# ---- design 1 ----
==> design_1/cell_classes.png <==
Drawn at 2 px/um. Fill, decap, tap and diode cells in grey.
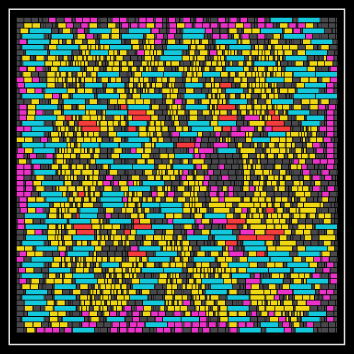

--- config.mk ---
export PLATFORM = sky130hd
export DESIGN_NAME = wb_queue
export DESIGN_NICKNAME = d
export VERILOG_FILES = /design/src/rtl/wb_queue.sv
export SDC_FILE = /design/constraint.sdc
export NUM_CORES = 1
export LEC_CHECK = 0
export ABC_AREA = 0
export CORE_MARGIN = 3
export CORE_UTILIZATION = 57
export DETAILED_ROUTE_END_ITERATION = 16
export PLACE_DENSITY_LB_ADDON = 0.12
export SYNTH_ARGS = -nofsm -noshare
export SYNTH_HDL_FRONTEND = slang
export SYNTH_SLANG_ARGS = --single-unit
--- constraint.sdc ---
create_clock -name clk -period 5.4 [get_ports clk]
set_clock_uncertainty 0.2 [all_clocks]
set_input_delay 0.81 -clock clk [delete_from_list [all_inputs] [get_ports clk]]
set_output_delay 0.81 -clock clk [all_outputs]
set_load 0.005 [all_outputs]
--- src/rtl/wb_queue.sv ---
// Writeback queue: buffers ALU/load register writes in a small FIFO, drains one
// per cycle onto the register file write port, and answers pending-write lookups.
module wb_queue #(
  parameter int WORD_WIDTH  = 32,
  parameter int REG_NUM_LOG = 5,
  parameter int DEPTH       = 4
) (
  input  logic                        clk,
  input  logic                        rst,
  input  logic                        memValid,
  input  logic [REG_NUM_LOG-1:0]      memAddr,
  input  logic [WORD_WIDTH-1:0]       memValue,
  output logic                        memReady,
  input  logic                        aluValid,
  input  logic [REG_NUM_LOG-1:0]      aluAddr,
  input  logic [WORD_WIDTH-1:0]       aluValue,
  output logic                        aluReady,
  output logic                        writeEnable,
  output logic [REG_NUM_LOG-1:0]      writeAddr,
  output logic [WORD_WIDTH-1:0]       writeValue,
  input  logic [REG_NUM_LOG-1:0]      lookAddr1,
  input  logic [REG_NUM_LOG-1:0]      lookAddr2,
  output logic                        hit1,
  output logic                        hit2,
  output logic [WORD_WIDTH-1:0]       fwdValue1,
  output logic [WORD_WIDTH-1:0]       fwdValue2,
  output logic [$clog2(DEPTH):0]      count
);

  localparam int PW = $clog2(DEPTH);
  localparam int CW = PW + 1;
  localparam logic [CW-1:0] LIM1 = CW'(DEPTH - 1);
  localparam logic [CW-1:0] LIM2 = CW'(DEPTH - 2);

  logic [REG_NUM_LOG-1:0] qaddr [DEPTH];
  logic [WORD_WIDTH-1:0]  qval  [DEPTH];
  logic [PW-1:0]          head, tail, alu_slot;
  logic                   mem_enq, alu_enq, deq;
  logic [CW-1:0]          enq_n;

  // Readiness looks only at the registered count, so a same-cycle drain never frees space.
  always_comb begin
    memReady = (count <= LIM1);
    aluReady = memValid ? (count <= LIM2) : (count <= LIM1);
    mem_enq  = memValid && memReady && (memAddr != '0);
    alu_enq  = aluValid && aluReady && (aluAddr != '0);
    enq_n    = CW'(mem_enq) + CW'(alu_enq);
    alu_slot = tail + PW'(mem_enq);
    deq      = (count != '0);
  end

  always_ff @(posedge clk or posedge rst) begin
    if (rst) begin
      head        <= '0;
      tail        <= '0;
      count       <= '0;
      writeEnable <= 1'b0;
      writeAddr   <= '0;
      writeValue  <= '0;
    end else begin
      tail  <= tail + PW'(enq_n);
      count <= count + enq_n - CW'(deq);
      if (deq) begin
        writeEnable <= 1'b1;
        writeAddr   <= qaddr[head];
        writeValue  <= qval[head];
        head        <= head + PW'(1);
      end else begin
        writeEnable <= 1'b0;
      end
    end
  end

  always_ff @(posedge clk) begin
    if (mem_enq) begin
      qaddr[tail] <= memAddr;
      qval[tail]  <= memValue;
    end
    if (alu_enq) begin
      qaddr[alu_slot] <= aluAddr;
      qval[alu_slot]  <= aluValue;
    end
  end

  // Oldest candidate first (write-port register, then queue from head), so the
  // last match written is the youngest pending value.
  always_comb begin
    hit1      = 1'b0;
    hit2      = 1'b0;
    fwdValue1 = '0;
    fwdValue2 = '0;
    if (writeEnable && lookAddr1 != '0 && writeAddr == lookAddr1) begin
      hit1      = 1'b1;
      fwdValue1 = writeValue;
    end
    if (writeEnable && lookAddr2 != '0 && writeAddr == lookAddr2) begin
      hit2      = 1'b1;
      fwdValue2 = writeValue;
    end
    for (int unsigned k = 0; k < DEPTH; k++) begin
      if (CW'(k) < count) begin
        if (lookAddr1 != '0 && qaddr[head + PW'(k)] == lookAddr1) begin
          hit1      = 1'b1;
          fwdValue1 = qval[head + PW'(k)];
        end
        if (lookAddr2 != '0 && qaddr[head + PW'(k)] == lookAddr2) begin
          hit2      = 1'b1;
          fwdValue2 = qval[head + PW'(k)];
        end
      end
    end
  end

endmodule

# ---- design 2 ----
<file path="src/rtl/mmio_pkg.sv">
// mmio_pkg: shared FSM states, default SoC map and counter sizing for the MMIO interconnect
package mmio_pkg;
  typedef enum logic [1:0] {IDLE, ACCESS, RESP} state_e;
  localparam int DEFAULT_NUM_SLAVES = 2;
  // BRAM at 0x0000_0000 (64 KiB window), FIFO TX at exactly 0x0001_0000
  localparam logic [63:0] DEFAULT_BASE = {32'h0001_0000, 32'h0000_0000};
  localparam logic [63:0] DEFAULT_MASK = {32'hFFFF_FFFF, 32'hFFFF_0000};
  function automatic int cnt_width(input int timeout);
    return (timeout > 1) ? $clog2(timeout) : 1;
  endfunction
endpackage

</file>
<file path="src/rtl/mmio_decode.sv">
// mmio_decode: address to one-hot slave select, lowest matching index wins
module mmio_decode #(
  parameter int ADDR_WIDTH = 32,
  parameter int NUM_SLAVES = 4,
  parameter logic [NUM_SLAVES*ADDR_WIDTH-1:0] SLAVE_BASE = '0,
  parameter logic [NUM_SLAVES*ADDR_WIDTH-1:0] SLAVE_MASK = '0
) (
  input  logic [ADDR_WIDTH-1:0] addr_i,
  output logic [NUM_SLAVES-1:0] sel_o,
  output logic                  hit_o
);
  // scan from the top so the lowest matching index is written last
  always_comb begin
    sel_o = '0;
    hit_o = 1'b0;
    for (int i = NUM_SLAVES - 1; i >= 0; i--) begin
      if ((addr_i & SLAVE_MASK[i*ADDR_WIDTH +: ADDR_WIDTH]) == SLAVE_BASE[i*ADDR_WIDTH +: ADDR_WIDTH]) begin
        sel_o    = '0;
        sel_o[i] = 1'b1;
        hit_o    = 1'b1;
      end
    end
  end
endmodule

</file>
<file path="src/rtl/mmio_interconnect.sv">
// mmio_interconnect: single master to NUM_SLAVES req/ack slaves with timeout,
// registered responses and software-clearable sticky error flags
module mmio_interconnect
  import mmio_pkg::*;
#(
  parameter int ADDR_WIDTH = 32,
  parameter int DATA_WIDTH = 32,
  parameter int NUM_SLAVES = 4,
  parameter logic [NUM_SLAVES*ADDR_WIDTH-1:0] SLAVE_BASE = '0,
  parameter logic [NUM_SLAVES*ADDR_WIDTH-1:0] SLAVE_MASK = '0,
  parameter int TIMEOUT = 15
) (
  input  logic                             i_clk,
  input  logic                             i_rst,
  input  logic                             i_m_req,
  input  logic                             i_m_write,
  input  logic [ADDR_WIDTH-1:0]            i_m_addr,
  input  logic [DATA_WIDTH-1:0]            i_m_wdata,
  output logic                             o_m_ready,
  output logic                             o_m_rvalid,
  output logic [DATA_WIDTH-1:0]            o_m_rdata,
  output logic                             o_m_err,
  output logic [NUM_SLAVES-1:0]            o_s_req,
  output logic                             o_s_write,
  output logic [ADDR_WIDTH-1:0]            o_s_addr,
  output logic [DATA_WIDTH-1:0]            o_s_wdata,
  input  logic [NUM_SLAVES-1:0]            i_s_ack,
  input  logic [NUM_SLAVES*DATA_WIDTH-1:0] i_s_rdata,
  input  logic                             i_err_clear,
  output logic                             o_invalid_addr,
  output logic                             o_timeout
);
  localparam int CW = cnt_width(TIMEOUT);
  state_e                state_q;
  logic [NUM_SLAVES-1:0] sel_q;
  logic [CW-1:0]         cnt_q;
  logic [ADDR_WIDTH-1:0] addr_q;
  logic [DATA_WIDTH-1:0] wdata_q, rdata_q, rdata_sel;
  logic                  write_q, rvalid_q, err_q, inv_q, to_q, inv_d, to_d;
  logic [NUM_SLAVES-1:0] dec_sel;
  logic                  dec_hit, ack_sel, limit, set_inv, set_to;
  mmio_decode #(
    .ADDR_WIDTH(ADDR_WIDTH),
    .NUM_SLAVES(NUM_SLAVES),
    .SLAVE_BASE(SLAVE_BASE),
    .SLAVE_MASK(SLAVE_MASK)
  ) u_decode (
    .addr_i(i_m_addr),
    .sel_o (dec_sel),
    .hit_o (dec_hit)
  );
  always_comb begin
    rdata_sel = '0;
    for (int i = 0; i < NUM_SLAVES; i++)
      rdata_sel = rdata_sel | (i_s_rdata[i*DATA_WIDTH +: DATA_WIDTH] & {DATA_WIDTH{sel_q[i]}});
  end
  assign ack_sel = |(i_s_ack & sel_q);
  assign limit   = cnt_q == CW'(TIMEOUT - 1);
  assign set_inv = (state_q == IDLE) && i_m_req && !dec_hit;
  assign set_to  = (state_q == ACCESS) && !ack_sel && limit;
  // a set event outranks a simultaneous software clear
  assign inv_d   = set_inv | (inv_q & ~i_err_clear);
  assign to_d    = set_to | (to_q & ~i_err_clear);
  always_ff @(posedge i_clk) begin
    if (i_rst) begin
      state_q  <= IDLE;
      sel_q    <= '0;
      cnt_q    <= '0;
      addr_q   <= '0;
      wdata_q  <= '0;
      write_q  <= 1'b0;
      rvalid_q <= 1'b0;
      err_q    <= 1'b0;
      rdata_q  <= '0;
      inv_q    <= 1'b0;
      to_q     <= 1'b0;
    end else begin
      inv_q    <= inv_d;
      to_q     <= to_d;
      rvalid_q <= 1'b0;
      case (state_q)
        IDLE: if (i_m_req) begin
          addr_q  <= i_m_addr;
          wdata_q <= i_m_wdata;
          write_q <= i_m_write;
          cnt_q   <= '0;
          if (dec_hit) begin
            sel_q   <= dec_sel;
            state_q <= ACCESS;
          end else begin
            err_q    <= 1'b1;
            rdata_q  <= '0;
            rvalid_q <= 1'b1;
            state_q  <= RESP;
          end
        end
        ACCESS: if (ack_sel) begin
          rdata_q  <= write_q ? '0 : rdata_sel;
          err_q    <= 1'b0;
          rvalid_q <= 1'b1;
          sel_q    <= '0;
          state_q  <= RESP;
        end else if (limit) begin
          rdata_q  <= '0;
          err_q    <= 1'b1;
          rvalid_q <= 1'b1;
          sel_q    <= '0;
          state_q  <= RESP;
        end else begin
          cnt_q <= cnt_q + 1'b1;
        end
        default: state_q <= IDLE;
      endcase
    end
  end
  assign o_m_ready      = state_q == IDLE;
  assign o_m_rvalid     = rvalid_q;
  assign o_m_rdata      = rdata_q;
  assign o_m_err        = err_q;
  assign o_s_req        = sel_q;
  assign o_s_write      = write_q;
  assign o_s_addr       = addr_q;
  assign o_s_wdata      = wdata_q;
  assign o_invalid_addr = inv_q;
  assign o_timeout      = to_q;
endmodule

</file>
<file path="config.mk">
export PLATFORM = sky130hd
export DESIGN_NAME = mmio_interconnect
export DESIGN_NICKNAME = d
export VERILOG_FILES = /design/src/rtl/mmio_pkg.sv /design/src/rtl/mmio_decode.sv /design/src/rtl/mmio_interconnect.sv
export SDC_FILE = /design/constraint.sdc
export NUM_CORES = 1
export LEC_CHECK = 0
export ABC_CLOCK_PERIOD_IN_PS = 2700
export CORE_AREA = 2 2 119 121
export DETAILED_ROUTE_END_ITERATION = 10
export DIE_AREA = 0 0 121 123
export PLACE_DENSITY = 0.78
export SYNTH_ARGS = -nofsm -noshare
export SYNTH_HDL_FRONTEND = slang
export SYNTH_HIERARCHICAL = 1
export SYNTH_SLANG_ARGS = --single-unit
</file>
<file path="constraint.sdc">
create_clock -name i_clk -period 2.7 [get_ports i_clk]
set_input_delay 0.81 -clock i_clk [delete_from_list [all_inputs] [get_ports i_clk]]
set_output_delay 0.81 -clock i_clk [all_outputs]
set_load 0.02 [all_outputs]
</file>
# ---- design 3 ----
==> src/rtl/alu_share_ctrl_if.sv <==
// Requester-side bus of the shared ALU sequencer: two request ports and the
// common response channel with per-port valid strobes.
interface alu_share_ctrl_if #(
    parameter int WIDTH = 32,
    parameter int OPW   = 5
);
    logic             req_valid0;
    logic             req_valid1;
    logic [OPW-1:0]   req_op0;
    logic [OPW-1:0]   req_op1;
    logic [WIDTH-1:0] req_a0;
    logic [WIDTH-1:0] req_a1;
    logic [WIDTH-1:0] req_b0;
    logic [WIDTH-1:0] req_b1;
    logic             req_s0;
    logic             req_s1;
    logic             req_ready0;
    logic             req_ready1;
    logic             rsp_valid0;
    logic             rsp_valid1;
    logic [WIDTH-1:0] rsp_data;
    logic [3:0]       rsp_flags;

    modport master (
        output req_valid0, req_valid1, req_op0, req_op1,
               req_a0, req_a1, req_b0, req_b1, req_s0, req_s1,
        input  req_ready0, req_ready1, rsp_valid0, rsp_valid1,
               rsp_data, rsp_flags
    );

    modport slave (
        input  req_valid0, req_valid1, req_op0, req_op1,
               req_a0, req_a1, req_b0, req_b1, req_s0, req_s1,
        output req_ready0, req_ready1, rsp_valid0, rsp_valid1,
               rsp_data, rsp_flags
    );
endinterface

==> src/rtl/alu_share_ctrl.sv <==
// Shares one combinational ALU between two requesters with round-robin
// arbitration and owns the architectural NZCV flags register.
module alu_share_ctrl #(
    parameter int WIDTH = 32,
    parameter int OPW   = 5
) (
    input  logic             Clk,
    input  logic             Reset,
    alu_share_ctrl_if.slave  bus,
    output logic [WIDTH-1:0] alu_a,
    output logic [WIDTH-1:0] alu_b,
    output logic [OPW-1:0]   alu_op,
    output logic [3:0]       alu_flags_in,
    input  logic [WIDTH-1:0] alu_out,
    input  logic [3:0]       alu_flags_out,
    input  logic             flags_we,
    input  logic [3:0]       flags_wdata,
    output logic [3:0]       flags,
    output logic             busy
);

    typedef enum logic [1:0] {
        IDLE = 2'd0,
        EXEC = 2'd1,
        RESP = 2'd2
    } state_t;

    state_t           r_state;
    state_t           w_next;

    logic             r_last_grant;
    logic             r_win;
    logic             r_s;
    logic [OPW-1:0]   r_op;
    logic [WIDTH-1:0] r_a;
    logic [WIDTH-1:0] r_b;
    logic [WIDTH-1:0] r_rsp_data;
    logic [3:0]       r_rsp_flags;
    logic [3:0]       r_flags;

    logic             w_grant;
    logic             w_win_id;
    logic             w_accept;
    logic             w_exec;

    // On a tie the port that did not win last time is served.
    always_comb begin
        w_grant  = 1'b0;
        w_win_id = 1'b0;
        if (bus.req_valid0 && bus.req_valid1) begin
            w_grant  = 1'b1;
            w_win_id = ~r_last_grant;
        end else if (bus.req_valid0) begin
            w_grant  = 1'b1;
            w_win_id = 1'b0;
        end else if (bus.req_valid1) begin
            w_grant  = 1'b1;
            w_win_id = 1'b1;
        end
    end

    always_ff @(posedge Clk) begin
        if (Reset) begin
            r_state <= IDLE;
        end else begin
            r_state <= w_next;
        end
    end

    always_comb begin
        w_next         = r_state;
        w_accept       = 1'b0;
        w_exec         = 1'b0;
        bus.req_ready0 = 1'b0;
        bus.req_ready1 = 1'b0;
        bus.rsp_valid0 = 1'b0;
        bus.rsp_valid1 = 1'b0;
        case (r_state)
            IDLE: begin
                if (w_grant && !Reset) begin
                    w_accept       = 1'b1;
                    bus.req_ready0 = ~w_win_id;
                    bus.req_ready1 = w_win_id;
                    w_next         = EXEC;
                end
            end
            EXEC: begin
                w_exec = 1'b1;
                w_next = RESP;
            end
            RESP: begin
                bus.rsp_valid0 = ~r_win & ~Reset;
                bus.rsp_valid1 = r_win & ~Reset;
                w_next         = IDLE;
            end
            default: begin
                w_next = IDLE;
            end
        endcase
    end

    // An S-marked EXEC result takes precedence over a same-cycle external write.
    always_ff @(posedge Clk) begin
        if (Reset) begin
            r_last_grant <= 1'b1;
            r_win        <= 1'b0;
            r_s          <= 1'b0;
            r_op         <= '0;
            r_a          <= '0;
            r_b          <= '0;
            r_rsp_data   <= '0;
            r_rsp_flags  <= '0;
            r_flags      <= '0;
        end else begin
            if (w_accept) begin
                r_win        <= w_win_id;
                r_last_grant <= w_win_id;
                r_op         <= w_win_id ? bus.req_op1 : bus.req_op0;
                r_a          <= w_win_id ? bus.req_a1  : bus.req_a0;
                r_b          <= w_win_id ? bus.req_b1  : bus.req_b0;
                r_s          <= w_win_id ? bus.req_s1  : bus.req_s0;
            end
            if (w_exec) begin
                r_rsp_data  <= alu_out;
                r_rsp_flags <= alu_flags_out;
            end
            if (w_exec && r_s) begin
                r_flags <= alu_flags_out;
            end else if (flags_we) begin
                r_flags <= flags_wdata;
            end
        end
    end

    assign alu_a         = r_a;
    assign alu_b         = r_b;
    assign alu_op        = r_op;
    assign alu_flags_in  = r_flags;
    assign flags         = r_flags;
    assign busy          = (r_state != IDLE);
    assign bus.rsp_data  = r_rsp_data;
    assign bus.rsp_flags = r_rsp_flags;

endmodule

==> src/flat_wrapper.sv <==
// flat-port wrapper written by rule: the top's interface ports become plain ports
module alu_share_ctrl_flat 
#(
    parameter int WIDTH = 32,
    parameter int OPW   = 5
)
  (Clk, Reset, alu_a, alu_b, alu_op, alu_flags_in, alu_out, alu_flags_out, flags_we, flags_wdata, flags, busy, bus_req_valid0, bus_req_valid1, bus_req_op0, bus_req_op1, bus_req_a0, bus_req_a1, bus_req_b0, bus_req_b1, bus_req_s0, bus_req_s1, bus_req_ready0, bus_req_ready1, bus_rsp_valid0, bus_rsp_valid1, bus_rsp_data, bus_rsp_flags);
  alu_share_ctrl_if #(.WIDTH(WIDTH), .OPW(OPW)) bus_i ();
  input  logic Clk;
  input  logic Reset;
  output logic [WIDTH-1:0] alu_a;
  output logic [WIDTH-1:0] alu_b;
  output logic [OPW-1:0] alu_op;
  output logic [3:0] alu_flags_in;
  input  logic [WIDTH-1:0] alu_out;
  input  logic [3:0] alu_flags_out;
  input  logic flags_we;
  input  logic [3:0] flags_wdata;
  output logic [3:0] flags;
  output logic busy;
  input wire logic [$bits(bus_i.req_valid0)-1:0] bus_req_valid0;
  input wire logic [$bits(bus_i.req_valid1)-1:0] bus_req_valid1;
  input wire logic [$bits(bus_i.req_op0)-1:0] bus_req_op0;
  input wire logic [$bits(bus_i.req_op1)-1:0] bus_req_op1;
  input wire logic [$bits(bus_i.req_a0)-1:0] bus_req_a0;
  input wire logic [$bits(bus_i.req_a1)-1:0] bus_req_a1;
  input wire logic [$bits(bus_i.req_b0)-1:0] bus_req_b0;
  input wire logic [$bits(bus_i.req_b1)-1:0] bus_req_b1;
  input wire logic [$bits(bus_i.req_s0)-1:0] bus_req_s0;
  input wire logic [$bits(bus_i.req_s1)-1:0] bus_req_s1;
  output wire logic [$bits(bus_i.req_ready0)-1:0] bus_req_ready0;
  output wire logic [$bits(bus_i.req_ready1)-1:0] bus_req_ready1;
  output wire logic [$bits(bus_i.rsp_valid0)-1:0] bus_rsp_valid0;
  output wire logic [$bits(bus_i.rsp_valid1)-1:0] bus_rsp_valid1;
  output wire logic [$bits(bus_i.rsp_data)-1:0] bus_rsp_data;
  output wire logic [$bits(bus_i.rsp_flags)-1:0] bus_rsp_flags;
  assign bus_i.req_valid0 = bus_req_valid0;
  assign bus_i.req_valid1 = bus_req_valid1;
  assign bus_i.req_op0 = bus_req_op0;
  assign bus_i.req_op1 = bus_req_op1;
  assign bus_i.req_a0 = bus_req_a0;
  assign bus_i.req_a1 = bus_req_a1;
  assign bus_i.req_b0 = bus_req_b0;
  assign bus_i.req_b1 = bus_req_b1;
  assign bus_i.req_s0 = bus_req_s0;
  assign bus_i.req_s1 = bus_req_s1;
  assign bus_req_ready0 = bus_i.req_ready0;
  assign bus_req_ready1 = bus_i.req_ready1;
  assign bus_rsp_valid0 = bus_i.rsp_valid0;
  assign bus_rsp_valid1 = bus_i.rsp_valid1;
  assign bus_rsp_data = bus_i.rsp_data;
  assign bus_rsp_flags = bus_i.rsp_flags;
  alu_share_ctrl #(.WIDTH(WIDTH), .OPW(OPW)) u_core (.Clk(Clk), .Reset(Reset), .bus(bus_i), .alu_a(alu_a), .alu_b(alu_b), .alu_op(alu_op), .alu_flags_in(alu_flags_in), .alu_out(alu_out), .alu_flags_out(alu_flags_out), .flags_we(flags_we), .flags_wdata(flags_wdata), .flags(flags), .busy(busy));
endmodule
==> config.mk <==
export PLATFORM = sky130hd
export DESIGN_NAME = alu_share_ctrl_flat
export DESIGN_NICKNAME = d
export VERILOG_FILES = /design/src/rtl/alu_share_ctrl_if.sv /design/src/rtl/alu_share_ctrl.sv /design/src/flat_wrapper.sv
export SDC_FILE = /design/constraint.sdc
export NUM_CORES = 1
export LEC_CHECK = 0
export CORE_MARGIN = 5
export CORE_UTILIZATION = 32
export CTS_CLUSTER_SIZE = 30
export DETAILED_ROUTE_END_ITERATION = 10
export PLACE_DENSITY = 0.87
export SYNTH_ARGS = -nofsm -noshare
export SYNTH_HDL_FRONTEND = slang
export SYNTH_SLANG_ARGS = --single-unit
==> constraint.sdc <==
create_clock -name Clk -period 1.5 [get_ports Clk]
set_clock_uncertainty 0.2 [all_clocks]
set_input_delay 0.3 -clock Clk [delete_from_list [all_inputs] [get_ports Clk]]
set_output_delay 0.3 -clock Clk [all_outputs]
set_load 0.1 [all_outputs]

## Gallery

The clock network.
panel A
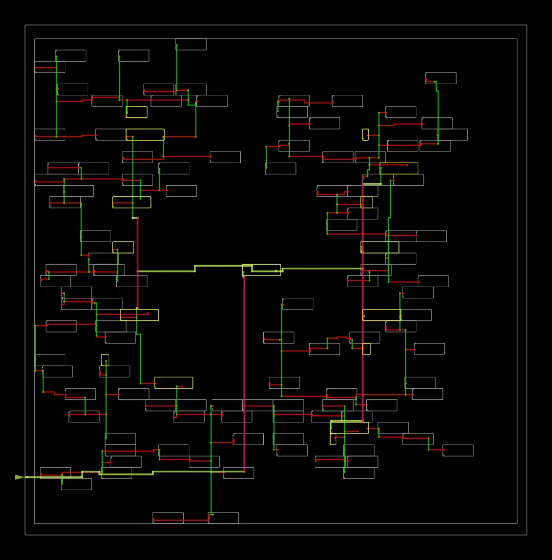
panel B
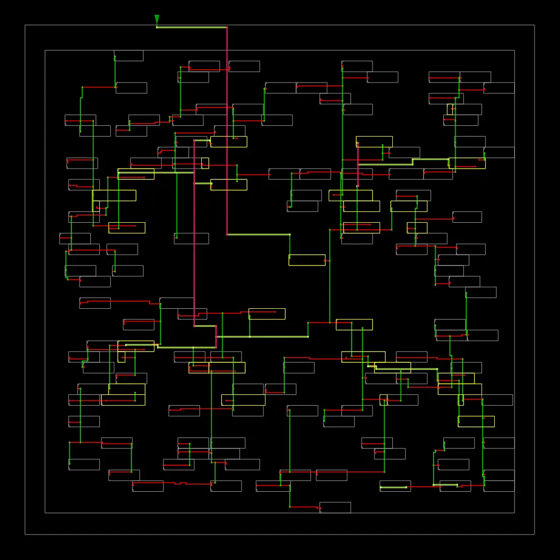
panel C
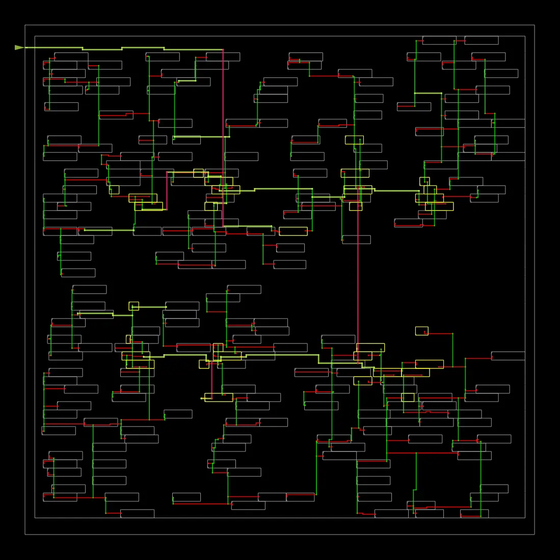
The one with the most sequential cells is panel C.
- panel C = design 1
- panel A = design 2
- panel B = design 3

==> design_3/clock_map.png <==
Drawn at 4 px/um.
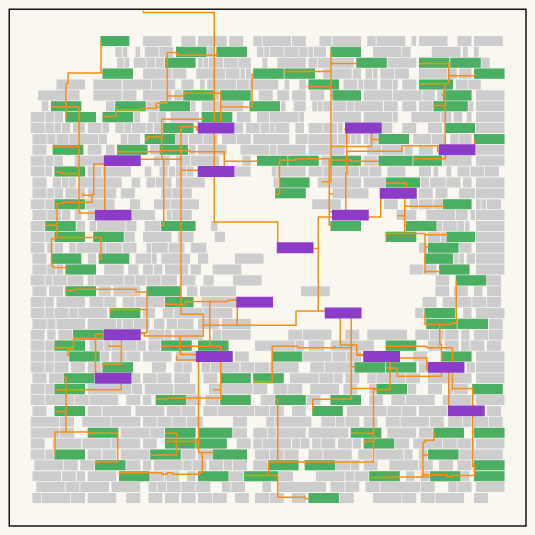
legend:
  orange:
    item: clock wires
    length: 1690 um
  green:
    item: flip-flops
    count: 114
  purple:
    item: cells driving clock nets
    count: 17
routed clock nets: 18
flops lie: widely spread
clock power share: 0.359
clock latency (worst-skew pair): 410 ps
Clock group: 4750 uW

==> reports/metrics.yaml, design 3 <==
hold_start: "alu_out[8]"
worst_slack_ps: -471
setup_viol: 104
overflow: 0
status: "finished, violations left"
lay_top_count: "clkdlybuf4s50_1"
ys_cells: 478
fin_crit_ps: 1970
syn_avg_cell_area_um2: 9.45
ys_sh_aoi: 0.215
design_area_um2: 10800
ios: 303
seqPwrFrac: 0.276
critPathMaxStageDelay_ps: 360
violations: "negative setup slack"
design 3: worst max-delay path by stage:
stage	slack [ps]	startpoint	end	cells after the start
2_1_floorplan	-670	Reset	bus_rsp_valid0	3
3_3_place_gp	-500	bus_req_valid1	bus_req_ready1	4
3_5_place_dp	-600	bus_req_valid1	u_core.alu_a[2]	6
4_1_cts	-480	u_core.r_state[0]	bus_req_ready1	4
5_1_grt	-510	u_core.r_state[1]	bus_req_ready1	4
6_report	-470	u_core.r_state[1]	bus_req_ready1	4
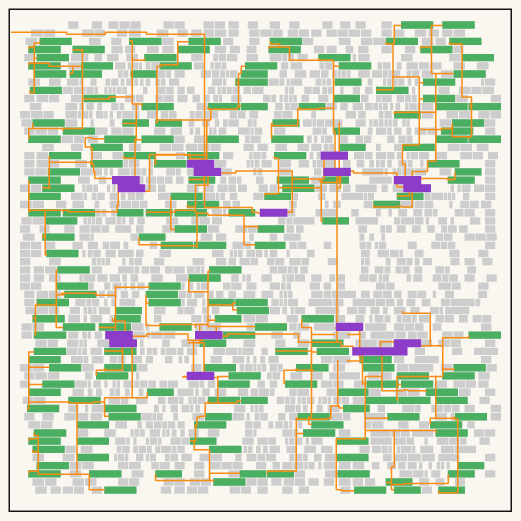
(design_1/clock_map.png)
Drawn at 3 px/um.
legend:
  green:
    item: flip-flops
    count: 193
  orange:
    item: clock wires
    length: 2590 um
  purple:
    item: cells driving clock nets
    count: 17
flops lie: widely spread
clock latency (worst-skew pair): 450 ps
clock power share: 0.119
Clock group: 1300 uW

Notes on design_1/cell_classes.png above:
legend:
  yellow:
    class: all other logic
    cells: 1103
  red:
    class: clock drivers and dummy loads
    cells: 32
  cyan:
    class: flip-flops
    cells: 193
  magenta:
    class: other buffers and delay cells
    cells: 245

==> reports/metrics.yaml, design 1 <==
initCoreUtil: 0.582
cp_common_cell: "a211oi_1"
rsz0062_at_grt: "false"
lay_top_count: "mux2_2"
rows: 58
yosys-top-cells-count: "mux2_2 (235), edfxtp_1 (148), nor2_1 (146)"
cts_root_buf: "clkbuf_16"
clock_sinks: 193
setup_viol: 0
slew_violations: 0
cts_max_level: 4
wl_met3_um: 5020
syn_inst: 1431
leakage_uw: 0.00631
ys_cells: 1431
path_buffers: 2
cp.required_ps: 4390
synthTopLogicFamily: "multiplexers"
dp_hpwl_um: 31400
yosys_warnings: 0
ant_nets: 0
status: "finished clean"
diodes: 0
largest_register_ff_count: 128
cp_max_fo: 73
## design 1: where the power goes
| part | total (uW) | switching (uW) | internal, uW |
|---|---|---|---|
| clock network | 1300 | 672 | 626 |
| logic | 6880 | 3750 | 3130 |
| registers | 2730 | 503 | 2230 |
## design 1: through the flow
step / cell area [um^2] / hold WS (ps) / cells
6_report: 17700 / 344 / 1903
3_5_place_dp: 17200 / 323 / 1871
2_1_floorplan: 14700 / 318 / 1431
5_1_grt: 17700 / 367 / 1903
3_3_place_gp: 17200 / 309 / 1871
4_1_cts: 17700 / 340 / 1903
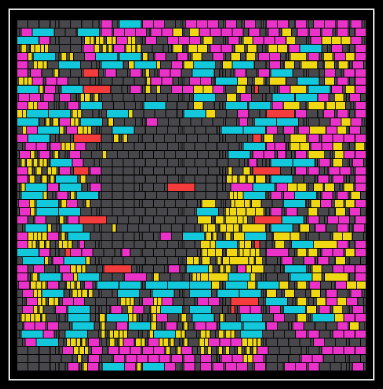
(design_2/cell_classes.png)
Drawn at 3 px/um. Fill, decap, tap and diode cells in grey.
legend:
  cyan:
    class: flip-flops
    cells: 111
  yellow:
    class: all other logic
    cells: 360
  red:
    class: clock drivers and dummy loads
    cells: 16
  magenta:
    class: other buffers and delay cells
    cells: 316
post-layout util: 0.596
Core ar.: 13600 um^2

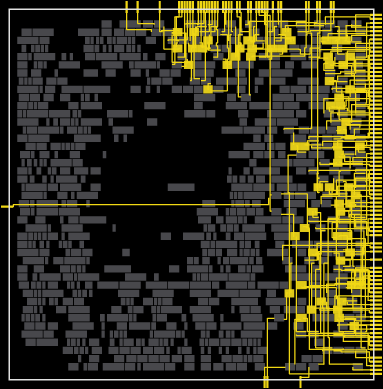
(design_2/port_nets.png)
Drawn at 3 px/um.
legend:
  yellow:
    port: i_s_rdata
    bits: 128
    direction: input
    end_cells: 64
    buffers: 128
    wire: 3540 um
I/O Buffers: 306
I/O pins: 307

==> reports/metrics.yaml, design 2 <==
status: "finished clean"
largest_class: "buffers"
initCoreUtil: 0.345
fmax_mhz: 404
wl_met3_um: 1730
nNonClkBuffers: 316
grt_pass1_vias: 5074
use_met3: 0.0849
setup.worst_path.end: "o_m_ready"
syn_inst: 523
dp_hpwl_um: 13000
logic_area_um2: 2190
rsz0062_at_grt: "false"
hold_viol_final: 0
wl_met2_um: 8670
wl_met1_um: 6400
clock_buffers: 13
comb_share: 0.270
dr.pass1.iters: 5
fin_crit_ps: 2480
diodes: 2
rows: 43
die_x_um: 121
design 2: metrics by stage:
stage,instance area [um^2],hold slack (ps),worst slack (ps),cells
floorplan,4700,505,811,526
global placement,7830,442,209,967
detailed placement,7830,449,148,967
CTS,8100,459,176,983
global route,8100,468,117,983
finish,8110,457,222,985
design 2: critical path, stage by stage (launching register included):
cell and delay (ps):
dfxtp_1 410, nor2_1 230, clkdlybuf4s50_1 690

# ---- design 4 ----
==> design_4/met2.png <==
Drawn at 4 px/um.
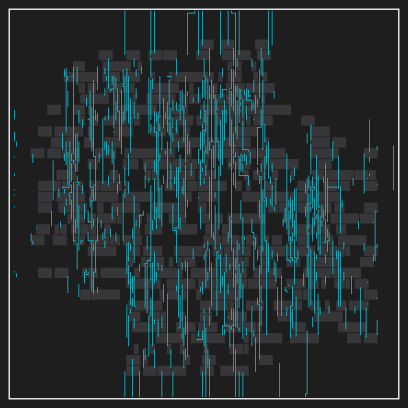

==> config.mk <==
export PLATFORM = sky130hd
export DESIGN_NAME = nibble_serial_adder
export DESIGN_NICKNAME = d
export VERILOG_FILES = /design/src/rtl/nibble_serial_adder.sv
export SDC_FILE = /design/constraint.sdc
export NUM_CORES = 1
export LEC_CHECK = 0
export CAP_MARGIN = 10
export CORE_MARGIN = 5
export CORE_UTILIZATION = 36
export CTS_BUF_LIST = sky130_fd_sc_hd__clkbuf_8
export DETAILED_ROUTE_END_ITERATION = 8
export PLACE_DENSITY = 0.69
export SLEW_MARGIN = 20
export SYNTH_ARGS = -nofsm -noshare
export SYNTH_HDL_FRONTEND = slang
export SYNTH_SLANG_ARGS = --single-unit
==> constraint.sdc <==
create_clock -name clk -period 2.05 [get_ports clk]
set_input_delay 0.41 -clock clk [delete_from_list [all_inputs] [get_ports clk]]
set_output_delay 0.41 -clock clk [all_outputs]
set_load 0.01 [all_outputs]
==> src/rtl/nibble_serial_adder.sv <==
// nibble_serial_adder
// Multi-cycle WIDTH-bit adder that pushes the operands through one 4-bit
// ripple-carry slice, one nibble per clock, least significant nibble first.
// The slice carry is held in a register between nibbles. Valid/ready on
// both sides; all outputs are registered.
// WIDTH must be a multiple of 4 and at least 4.

module nibble_serial_adder #(
    parameter int WIDTH = 16
) (
    input  logic             clk,
    input  logic             rst,
    input  logic             in_valid,
    output logic             in_ready,
    input  logic [WIDTH-1:0] a,
    input  logic [WIDTH-1:0] b,
    input  logic             cin,
    output logic             out_valid,
    input  logic             out_ready,
    output logic [WIDTH-1:0] sum,
    output logic             cout,
    output logic             busy
);

    localparam int NIBBLES = WIDTH / 4;
    // Keep the index at least one bit wide so WIDTH=4 still elaborates.
    localparam int IDX_W   = (NIBBLES > 1) ? $clog2(NIBBLES) : 1;

    typedef enum logic [1:0] {
        IDLE = 2'd0,
        RUN  = 2'd1,
        DONE = 2'd2
    } state_t;

    state_t           state_reg;
    logic [WIDTH-1:0] a_sh_reg;
    logic [WIDTH-1:0] b_sh_reg;
    logic [WIDTH-1:0] sum_reg;
    logic [WIDTH-1:0] sum_next;
    logic [IDX_W-1:0] idx_reg;
    logic             carry_reg;
    logic             cout_reg;
    logic             in_ready_reg;
    logic             out_valid_reg;
    logic             busy_reg;

    logic [3:0]       slice_sum;
    logic             slice_co;
    logic             last_nibble;

    // The single 4-bit slice: the current nibble always sits in the low
    // four bits of the operand shift registers.
    assign {slice_co, slice_sum} = {1'b0, a_sh_reg[3:0]}
                                 + {1'b0, b_sh_reg[3:0]}
                                 + {4'd0, carry_reg};

    assign last_nibble = (idx_reg == IDX_W'(NIBBLES - 1));

    // Steer the slice result into the result nibble selected by idx; every
    // other nibble keeps its value.
    generate
        for (genvar gi = 0; gi < NIBBLES; gi++) begin : g_sum_nib
            assign sum_next[4*gi +: 4] =
                (state_reg == RUN && idx_reg == IDX_W'(gi)) ? slice_sum
                                                            : sum_reg[4*gi +: 4];
        end
    endgenerate

    // Control FSM plus datapath registers; outputs are driven from registers.
    always_ff @(posedge clk) begin
        if (rst) begin
            state_reg     <= IDLE;
            a_sh_reg      <= '0;
            b_sh_reg      <= '0;
            sum_reg       <= '0;
            idx_reg       <= '0;
            carry_reg     <= 1'b0;
            cout_reg      <= 1'b0;
            in_ready_reg  <= 1'b1;
            out_valid_reg <= 1'b0;
            busy_reg      <= 1'b0;
        end else begin
            case (state_reg)
                IDLE: begin
                    // in_ready_reg is high throughout IDLE
                    if (in_valid) begin
                        a_sh_reg     <= a;
                        b_sh_reg     <= b;
                        carry_reg    <= cin;
                        idx_reg      <= '0;
                        in_ready_reg <= 1'b0;
                        busy_reg     <= 1'b1;
                        state_reg    <= RUN;
                    end
                end
                RUN: begin
                    sum_reg   <= sum_next;
                    carry_reg <= slice_co;
                    a_sh_reg  <= a_sh_reg >> 4;
                    b_sh_reg  <= b_sh_reg >> 4;
                    idx_reg   <= idx_reg + 1'b1;
                    if (last_nibble) begin
                        cout_reg      <= slice_co;
                        idx_reg       <= '0;
                        out_valid_reg <= 1'b1;
                        state_reg     <= DONE;
                    end
                end
                DONE: begin
                    // Result held until taken; new work only from next cycle.
                    if (out_ready) begin
                        out_valid_reg <= 1'b0;
                        in_ready_reg  <= 1'b1;
                        busy_reg      <= 1'b0;
                        state_reg     <= IDLE;
                    end
                end
                default: begin
                    state_reg     <= IDLE;
                    in_ready_reg  <= 1'b1;
                    out_valid_reg <= 1'b0;
                    busy_reg      <= 1'b0;
                end
            endcase
        end
    end

    assign in_ready  = in_ready_reg;
    assign out_valid = out_valid_reg;
    assign sum       = sum_reg;
    assign cout      = cout_reg;
    assign busy      = busy_reg;

endmodule

# ---- design 5 ----
## src/rtl/pwm_ramp_gen.sv

```systemverilog
// ---------------------------------------------------------------------------
// pwm_ramp_gen
//
// Purpose:
//   PWM ramp generator. On a start request it latches a start duty, an end
//   duty, a step size and a hold flag. It then runs a PWM of PERIOD clock
//   ticks. Every STEP_PERIODS PWM periods it moves the duty toward the end
//   duty by the step size, never overshooting. Once the end duty has been
//   applied for a full step interval, it enters DONE. In DONE it either keeps
//   driving the end duty (hold) or parks the output low. It then waits for
//   start to drop before returning to IDLE. The same block handles both
//   acceleration and deceleration.
//
// Ports:
//   clk_1mhz      in   system clock
//   reset_n       in   asynchronous active-low reset
//   start         in   level request, sampled only in IDLE
//   abort         in   synchronous abort back to IDLE (beats start)
//   start_duty    in   first duty level in PWM ticks (clamped to PERIOD)
//   end_duty      in   final duty level in PWM ticks (clamped to PERIOD)
//   step_size     in   duty change per step (0 is treated as 1)
//   hold_on_done  in   1 = keep PWM running at end duty while in DONE
//   pwm_signal    out  registered PWM output
//   ramp_active   out  high while ramping (RUN)
//   ramp_done     out  high in DONE
//   duty_out      out  duty currently applied, 0 in IDLE
// ---------------------------------------------------------------------------
module pwm_ramp_gen #(
  parameter int PERIOD       = 100,
  parameter int DUTY_W       = 7,
  parameter int STEP_PERIODS = 3333,
  parameter int STEP_W       = 14
) (
  input  logic              clk_1mhz,
  input  logic              reset_n,
  input  logic              start,
  input  logic              abort,
  input  logic [DUTY_W-1:0] start_duty,
  input  logic [DUTY_W-1:0] end_duty,
  input  logic [DUTY_W-1:0] step_size,
  input  logic              hold_on_done,
  output logic              pwm_signal,
  output logic              ramp_active,
  output logic              ramp_done,
  output logic [DUTY_W-1:0] duty_out
);

  typedef enum logic [1:0] {
    IDLE = 2'd0,
    RUN  = 2'd1,
    DONE = 2'd2
  } state_t;

  localparam logic [DUTY_W-1:0] PERIOD_D   = DUTY_W'(PERIOD);
  localparam logic [DUTY_W-1:0] PHASE_LAST = DUTY_W'(PERIOD - 1);
  localparam logic [DUTY_W-1:0] ONE_D      = DUTY_W'(1);
  localparam logic [DUTY_W-1:0] ZERO_D     = '0;
  localparam logic [STEP_W-1:0] CNT_LAST   = STEP_W'(STEP_PERIODS - 1);
  localparam logic [STEP_W-1:0] ONE_C      = STEP_W'(1);

  state_t            state_q, state_d;
  logic [DUTY_W-1:0] phase_q, phase_d;
  logic [STEP_W-1:0] periodCnt_q, periodCnt_d;
  logic [DUTY_W-1:0] duty_q, duty_d;
  logic [DUTY_W-1:0] endDuty_q, endDuty_d;
  logic [DUTY_W-1:0] stepSize_q, stepSize_d;
  logic              hold_q, hold_d;
  logic              up_q, up_d;
  logic              pwm_q, pwm_d;
  logic              active_q, done_q;
  logic [DUTY_W-1:0] dutyOut_q;

  logic [DUTY_W-1:0] startClamped, endClamped;
  logic [DUTY_W-1:0] gap, steppedDuty;
  logic [DUTY_W-1:0] phaseNext;
  logic              phaseWrap;

  // Requested duties above one full period make no sense; saturate them.
  function automatic logic [DUTY_W-1:0] clampDuty(input logic [DUTY_W-1:0] v);
    return (v > PERIOD_D) ? PERIOD_D : v;
  endfunction

  assign startClamped = clampDuty(start_duty);
  assign endClamped   = clampDuty(end_duty);

  // The distance left to the end duty decides whether a full step fits.
  // If it does not fit, land exactly on the end duty. This also rules out
  // wrap-around in either direction.
  assign gap         = up_q ? (endDuty_q - duty_q) : (duty_q - endDuty_q);
  assign steppedDuty = (gap <= stepSize_q) ? endDuty_q
                     : (up_q ? (duty_q + stepSize_q) : (duty_q - stepSize_q));

  assign phaseWrap = (phase_q == PHASE_LAST);
  assign phaseNext = phaseWrap ? ZERO_D : (phase_q + ONE_D);

  // Next-state logic for the ramp sequencer. pwm_d is the comparison of the
  // current phase and duty. It is registered, so the pin lags the counters
  // by one cycle.
  always_comb begin
    state_d     = state_q;
    phase_d     = phase_q;
    periodCnt_d = periodCnt_q;
    duty_d      = duty_q;
    endDuty_d   = endDuty_q;
    stepSize_d  = stepSize_q;
    hold_d      = hold_q;
    up_d        = up_q;
    pwm_d       = 1'b0;

    unique case (state_q)
      IDLE: begin
        if (start && !abort) begin
          state_d     = RUN;
          duty_d      = startClamped;
          endDuty_d   = endClamped;
          stepSize_d  = (step_size == ZERO_D) ? ONE_D : step_size;
          hold_d      = hold_on_done;
          up_d        = (endClamped > startClamped);
          phase_d     = ZERO_D;
          periodCnt_d = '0;
        end
      end

      RUN: begin
        if (abort) begin
          state_d = IDLE;
        end else begin
          pwm_d   = (phase_q < duty_q);
          phase_d = phaseNext;
          if (phaseWrap) begin
            if (periodCnt_q == CNT_LAST) begin
              periodCnt_d = '0;
              if (duty_q == endDuty_q) begin
                state_d = DONE;
              end else begin
                duty_d = steppedDuty;
              end
            end else begin
              periodCnt_d = periodCnt_q + ONE_C;
            end
          end
        end
      end

      DONE: begin
        if (abort || !start) begin
          state_d = IDLE;
        end else begin
          pwm_d   = hold_q && (phase_q < duty_q);
          phase_d = phaseNext;
        end
      end

      default: begin
        state_d = IDLE;
      end
    endcase
  end

  // State and registered outputs. The status flags and duty readback are
  // decoded from the next state, so they change on the same edge as the
  // state itself.
  always_ff @(posedge clk_1mhz or negedge reset_n) begin
    if (!reset_n) begin
      state_q     <= IDLE;
      phase_q     <= '0;
      periodCnt_q <= '0;
      duty_q      <= '0;
      endDuty_q   <= '0;
      stepSize_q  <= '0;
      hold_q      <= 1'b0;
      up_q        <= 1'b0;
      pwm_q       <= 1'b0;
      active_q    <= 1'b0;
      done_q      <= 1'b0;
      dutyOut_q   <= '0;
    end else begin
      state_q     <= state_d;
      phase_q     <= phase_d;
      periodCnt_q <= periodCnt_d;
      duty_q      <= duty_d;
      endDuty_q   <= endDuty_d;
      stepSize_q  <= stepSize_d;
      hold_q      <= hold_d;
      up_q        <= up_d;
      pwm_q       <= pwm_d;
      active_q    <= (state_d == RUN);
      done_q      <= (state_d == DONE);
      dutyOut_q   <= (state_d == IDLE) ? ZERO_D : duty_d;
    end
  end

  assign pwm_signal  = pwm_q;
  assign ramp_active = active_q;
  assign ramp_done   = done_q;
  assign duty_out    = dutyOut_q;

endmodule
```

## config.mk

```make
export PLATFORM = sky130hd
export DESIGN_NAME = pwm_ramp_gen
export DESIGN_NICKNAME = d
export VERILOG_FILES = /design/src/rtl/pwm_ramp_gen.sv
export SDC_FILE = /design/constraint.sdc
export NUM_CORES = 1
export LEC_CHECK = 0
export CAP_MARGIN = 20
export CORE_MARGIN = 1
export CORE_UTILIZATION = 40
export CTS_CLUSTER_DIAMETER = 100
export CTS_CLUSTER_SIZE = 24
export DETAILED_ROUTE_END_ITERATION = 12
export GPL_TIMING_DRIVEN = 0
export MAX_ROUTING_LAYER = met4
export SYNTH_ARGS = -nofsm -noshare
export SYNTH_HDL_FRONTEND = slang
export SYNTH_SLANG_ARGS = --single-unit
```

## constraint.sdc

```tcl
create_clock -name clk_1mhz -period 4.4 [get_ports clk_1mhz]
set_input_delay 0.88 -clock clk_1mhz [delete_from_list [all_inputs] [get_ports clk_1mhz]]
set_output_delay 0.88 -clock clk_1mhz [all_outputs]
set_load 0.02 [all_outputs]
```

==> design_4/port_nets.png <==
Drawn at 4 px/um.
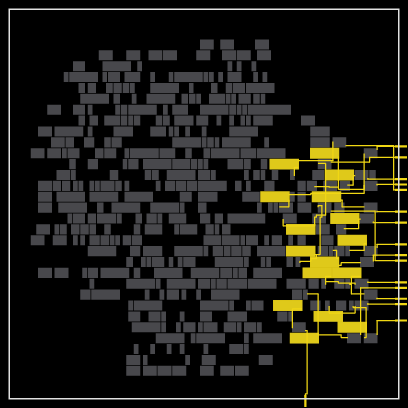
legend:
  yellow:
    port: sum
    bits: 16
    direction: output
    end_cells: 16
    buffers: 16
    wire: 406 um
I/O Buffers: 56
I/O pins: 57

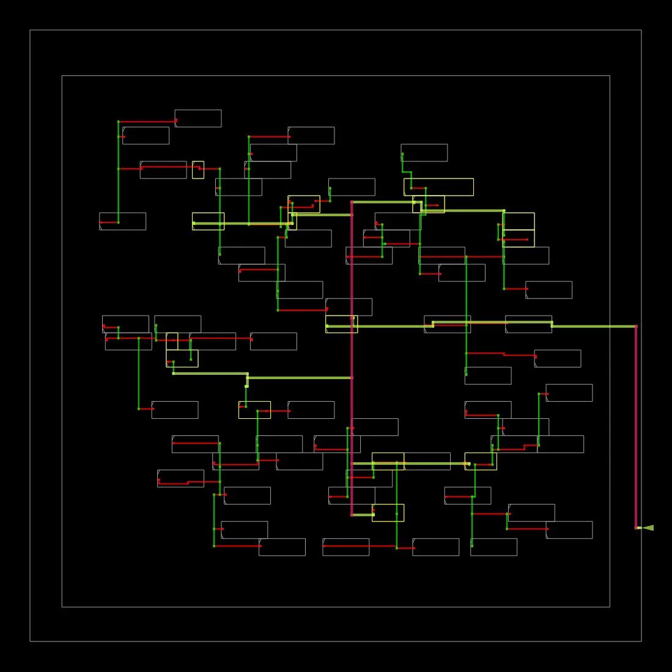
(design_4/final_clocks.png)
# clk buffers: 11
CTS Buf Count: 9
clock latency (worst-skew pair): 330 ps
flop count: 57
clock sinks: 57

## Picture notes: design_4/met2.png
main direction: vertical
wire length on this layer: 3030 um
longest straight run: 26.3 um
share of all routed wire: 46%

==> reports/metrics.yaml, design 4 <==
status: "finished clean"
grtUsageMet1: 0.194
placed_area_um2: 3390
crit_path_start_kind: "register"
use_met3: 0.0554
slew_headroom: 0.680
core-area_um2: 7330
comb_cells: 231
rsz0062_at_grt: "false"
drive_above_1_share: 0.0977
ys_sh_aoi: 0.236
worst_slack_ps: 191
layout.nets: 431
comb_share: 0.389
top_power_group: "registers"
postCtsResizedCells: 0
die_x_um: 97.0
seq_area_um2: 1140
cp.required_ps: 2260
lay_top_count: "nor2_1"
powerSeq_uw: 1220
yosys-top-cells-count: "nor2_1 (75), dfxtp_1 (57), a21oi_1 (34)"
seqPwrFrac: 0.450
initCoreUtil: 0.372
ys_cells: 332
## design 4: worst paths after layout
path / startpoint / to
max reg2reg: a_sh_reg[0] / sum[6]
min reg2reg: sum[14] / sum[14]
min: sum[14] / sum[14]
max: a_sh_reg[0] / sum[6]
## design 4: per-stage QoR
stage / total power (uW) / util / instances / hold slack (ps)
2_1_floorplan: 1520 / - / 332 / 455
3_3_place_gp: 1700 / 0.462 / 473 / 455
3_5_place_dp: 1710 / 0.462 / 473 / 462
4_1_cts: 2750 / 0.488 / 488 / 470
5_1_grt: 2860 / 0.488 / 488 / 494
6_report: 2720 / 0.488 / 488 / 464
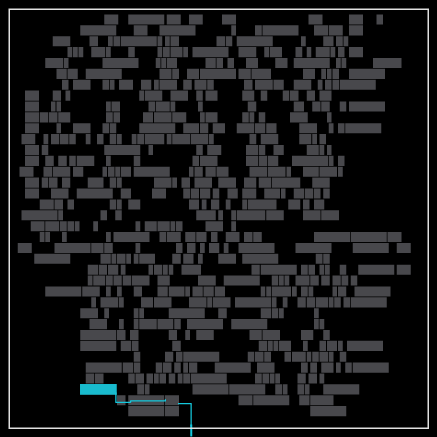
(design_5/port_nets.png)
Drawn at 4 px/um.
legend:
  cyan:
    port: ramp_done
    bits: 1
    direction: output
    end_cells: 1
    buffers: 1
    wire: 24.3 um

==> reports/metrics.yaml, design 5 <==
status: "finished clean"
path_buffers: 1
reg2reg_from: "duty_q[1]"
ant_nets: 0
synth.distinct_cells: 56
layout.nets: 603
finClkSkew_ps: 7.40
rsz0062_at_grt: "false"
worst_slack_ps: 277
ys_sh_adder: 0.152
portBuffers: 34
slew_headroom: 0.479
dr.pass1.iters: 4
rows: 37
cts_root_buf: "clkbuf_8"
fmax_mhz: 243
postCtsResizedCells: 0
lay_top_cells: "o21ai_0 (59), dfrtp_1 (56), nand2_1 (51)"
seq_area_um2: 1400
initCoreUtil: 0.410
ios: 36
syn_avg_cell_area_um2: 8.61
die_y_um: 104
drt_wl_total_um: 10700
r2r_cells: 15
-- design 5: stage by stage --
step,cells,util,cell area (um^2)
3_5_place_dp,658,0.461,4720
5_1_grt,665,0.469,4800
2_1_floorplan,487,-,4190
4_1_cts,666,0.470,4810
3_3_place_gp,657,0.460,4700
6_report,665,0.469,4800
-- design 5: power breakdown --
group | internal (uW) | leakage (uW) | switching, uW | total, uW
logic | 1050 | 0.00138 | 1400 | 2440
clock network | 114 | 0.0000414 | 190 | 304
registers | 671 | 0.000730 | 166 | 837

==> layout pictures side by side <==
Cell classes on the final placement.
Drawn at 4 px/um. Fill, decap, tap and diode cells in grey.
(a)
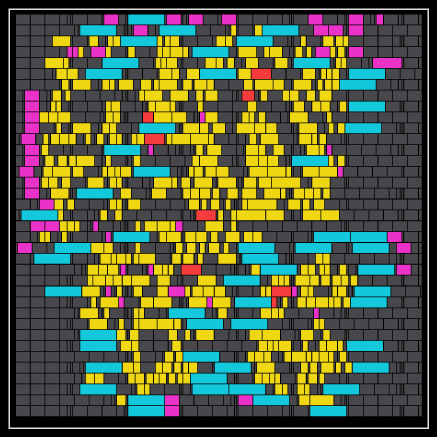
(b)
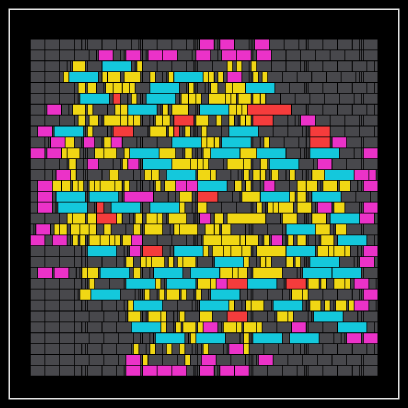
| picture | from |
|---|---|
| (b) | design 4 |
| (a) | design 5 |
The one with the largest die is (a).
The one with the most cells is (a).

Key to (a):
legend:
  cyan:
    class: flip-flops
    cells: 56
  magenta:
    class: other buffers and delay cells
    cells: 52
  red:
    class: clock drivers and dummy loads
    cells: 8
  yellow:
    class: all other logic
    cells: 413



==> notes/layouts.md <==
Pictures saved along the way, in no particular order.

Clock network drawn from the DEF.
Drawn at 4 px/um.
image #1
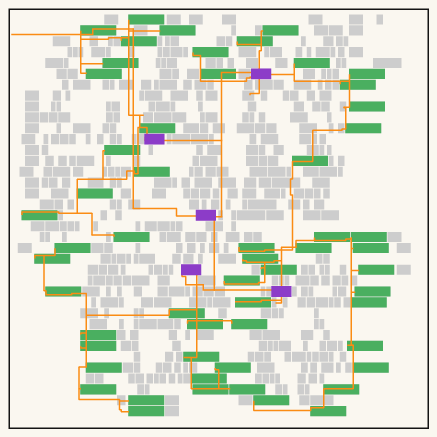
image #2
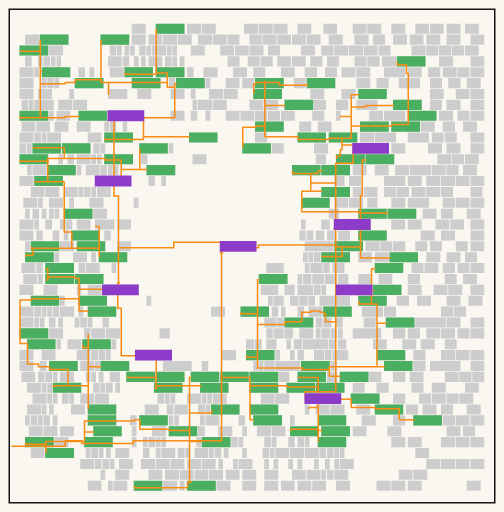
image #3
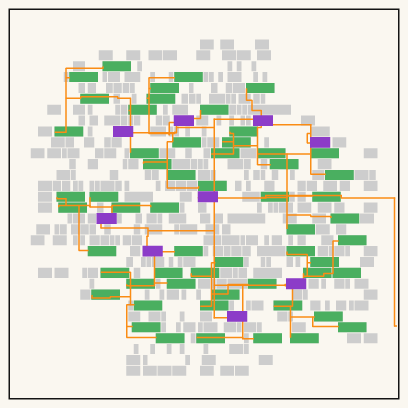
For design 4, see image #3.
For design 5, see image #1.
For design 2, see image #2.

Key to image #2:
legend:
  purple:
    item: cells driving clock nets
    count: 9
  green:
    item: flip-flops
    count: 111
  orange:
    item: clock wires
    length: 1310 um
routed clock nets: 10
flops lie: widely spread

Power is estimated from default activity; no workload was simulated.
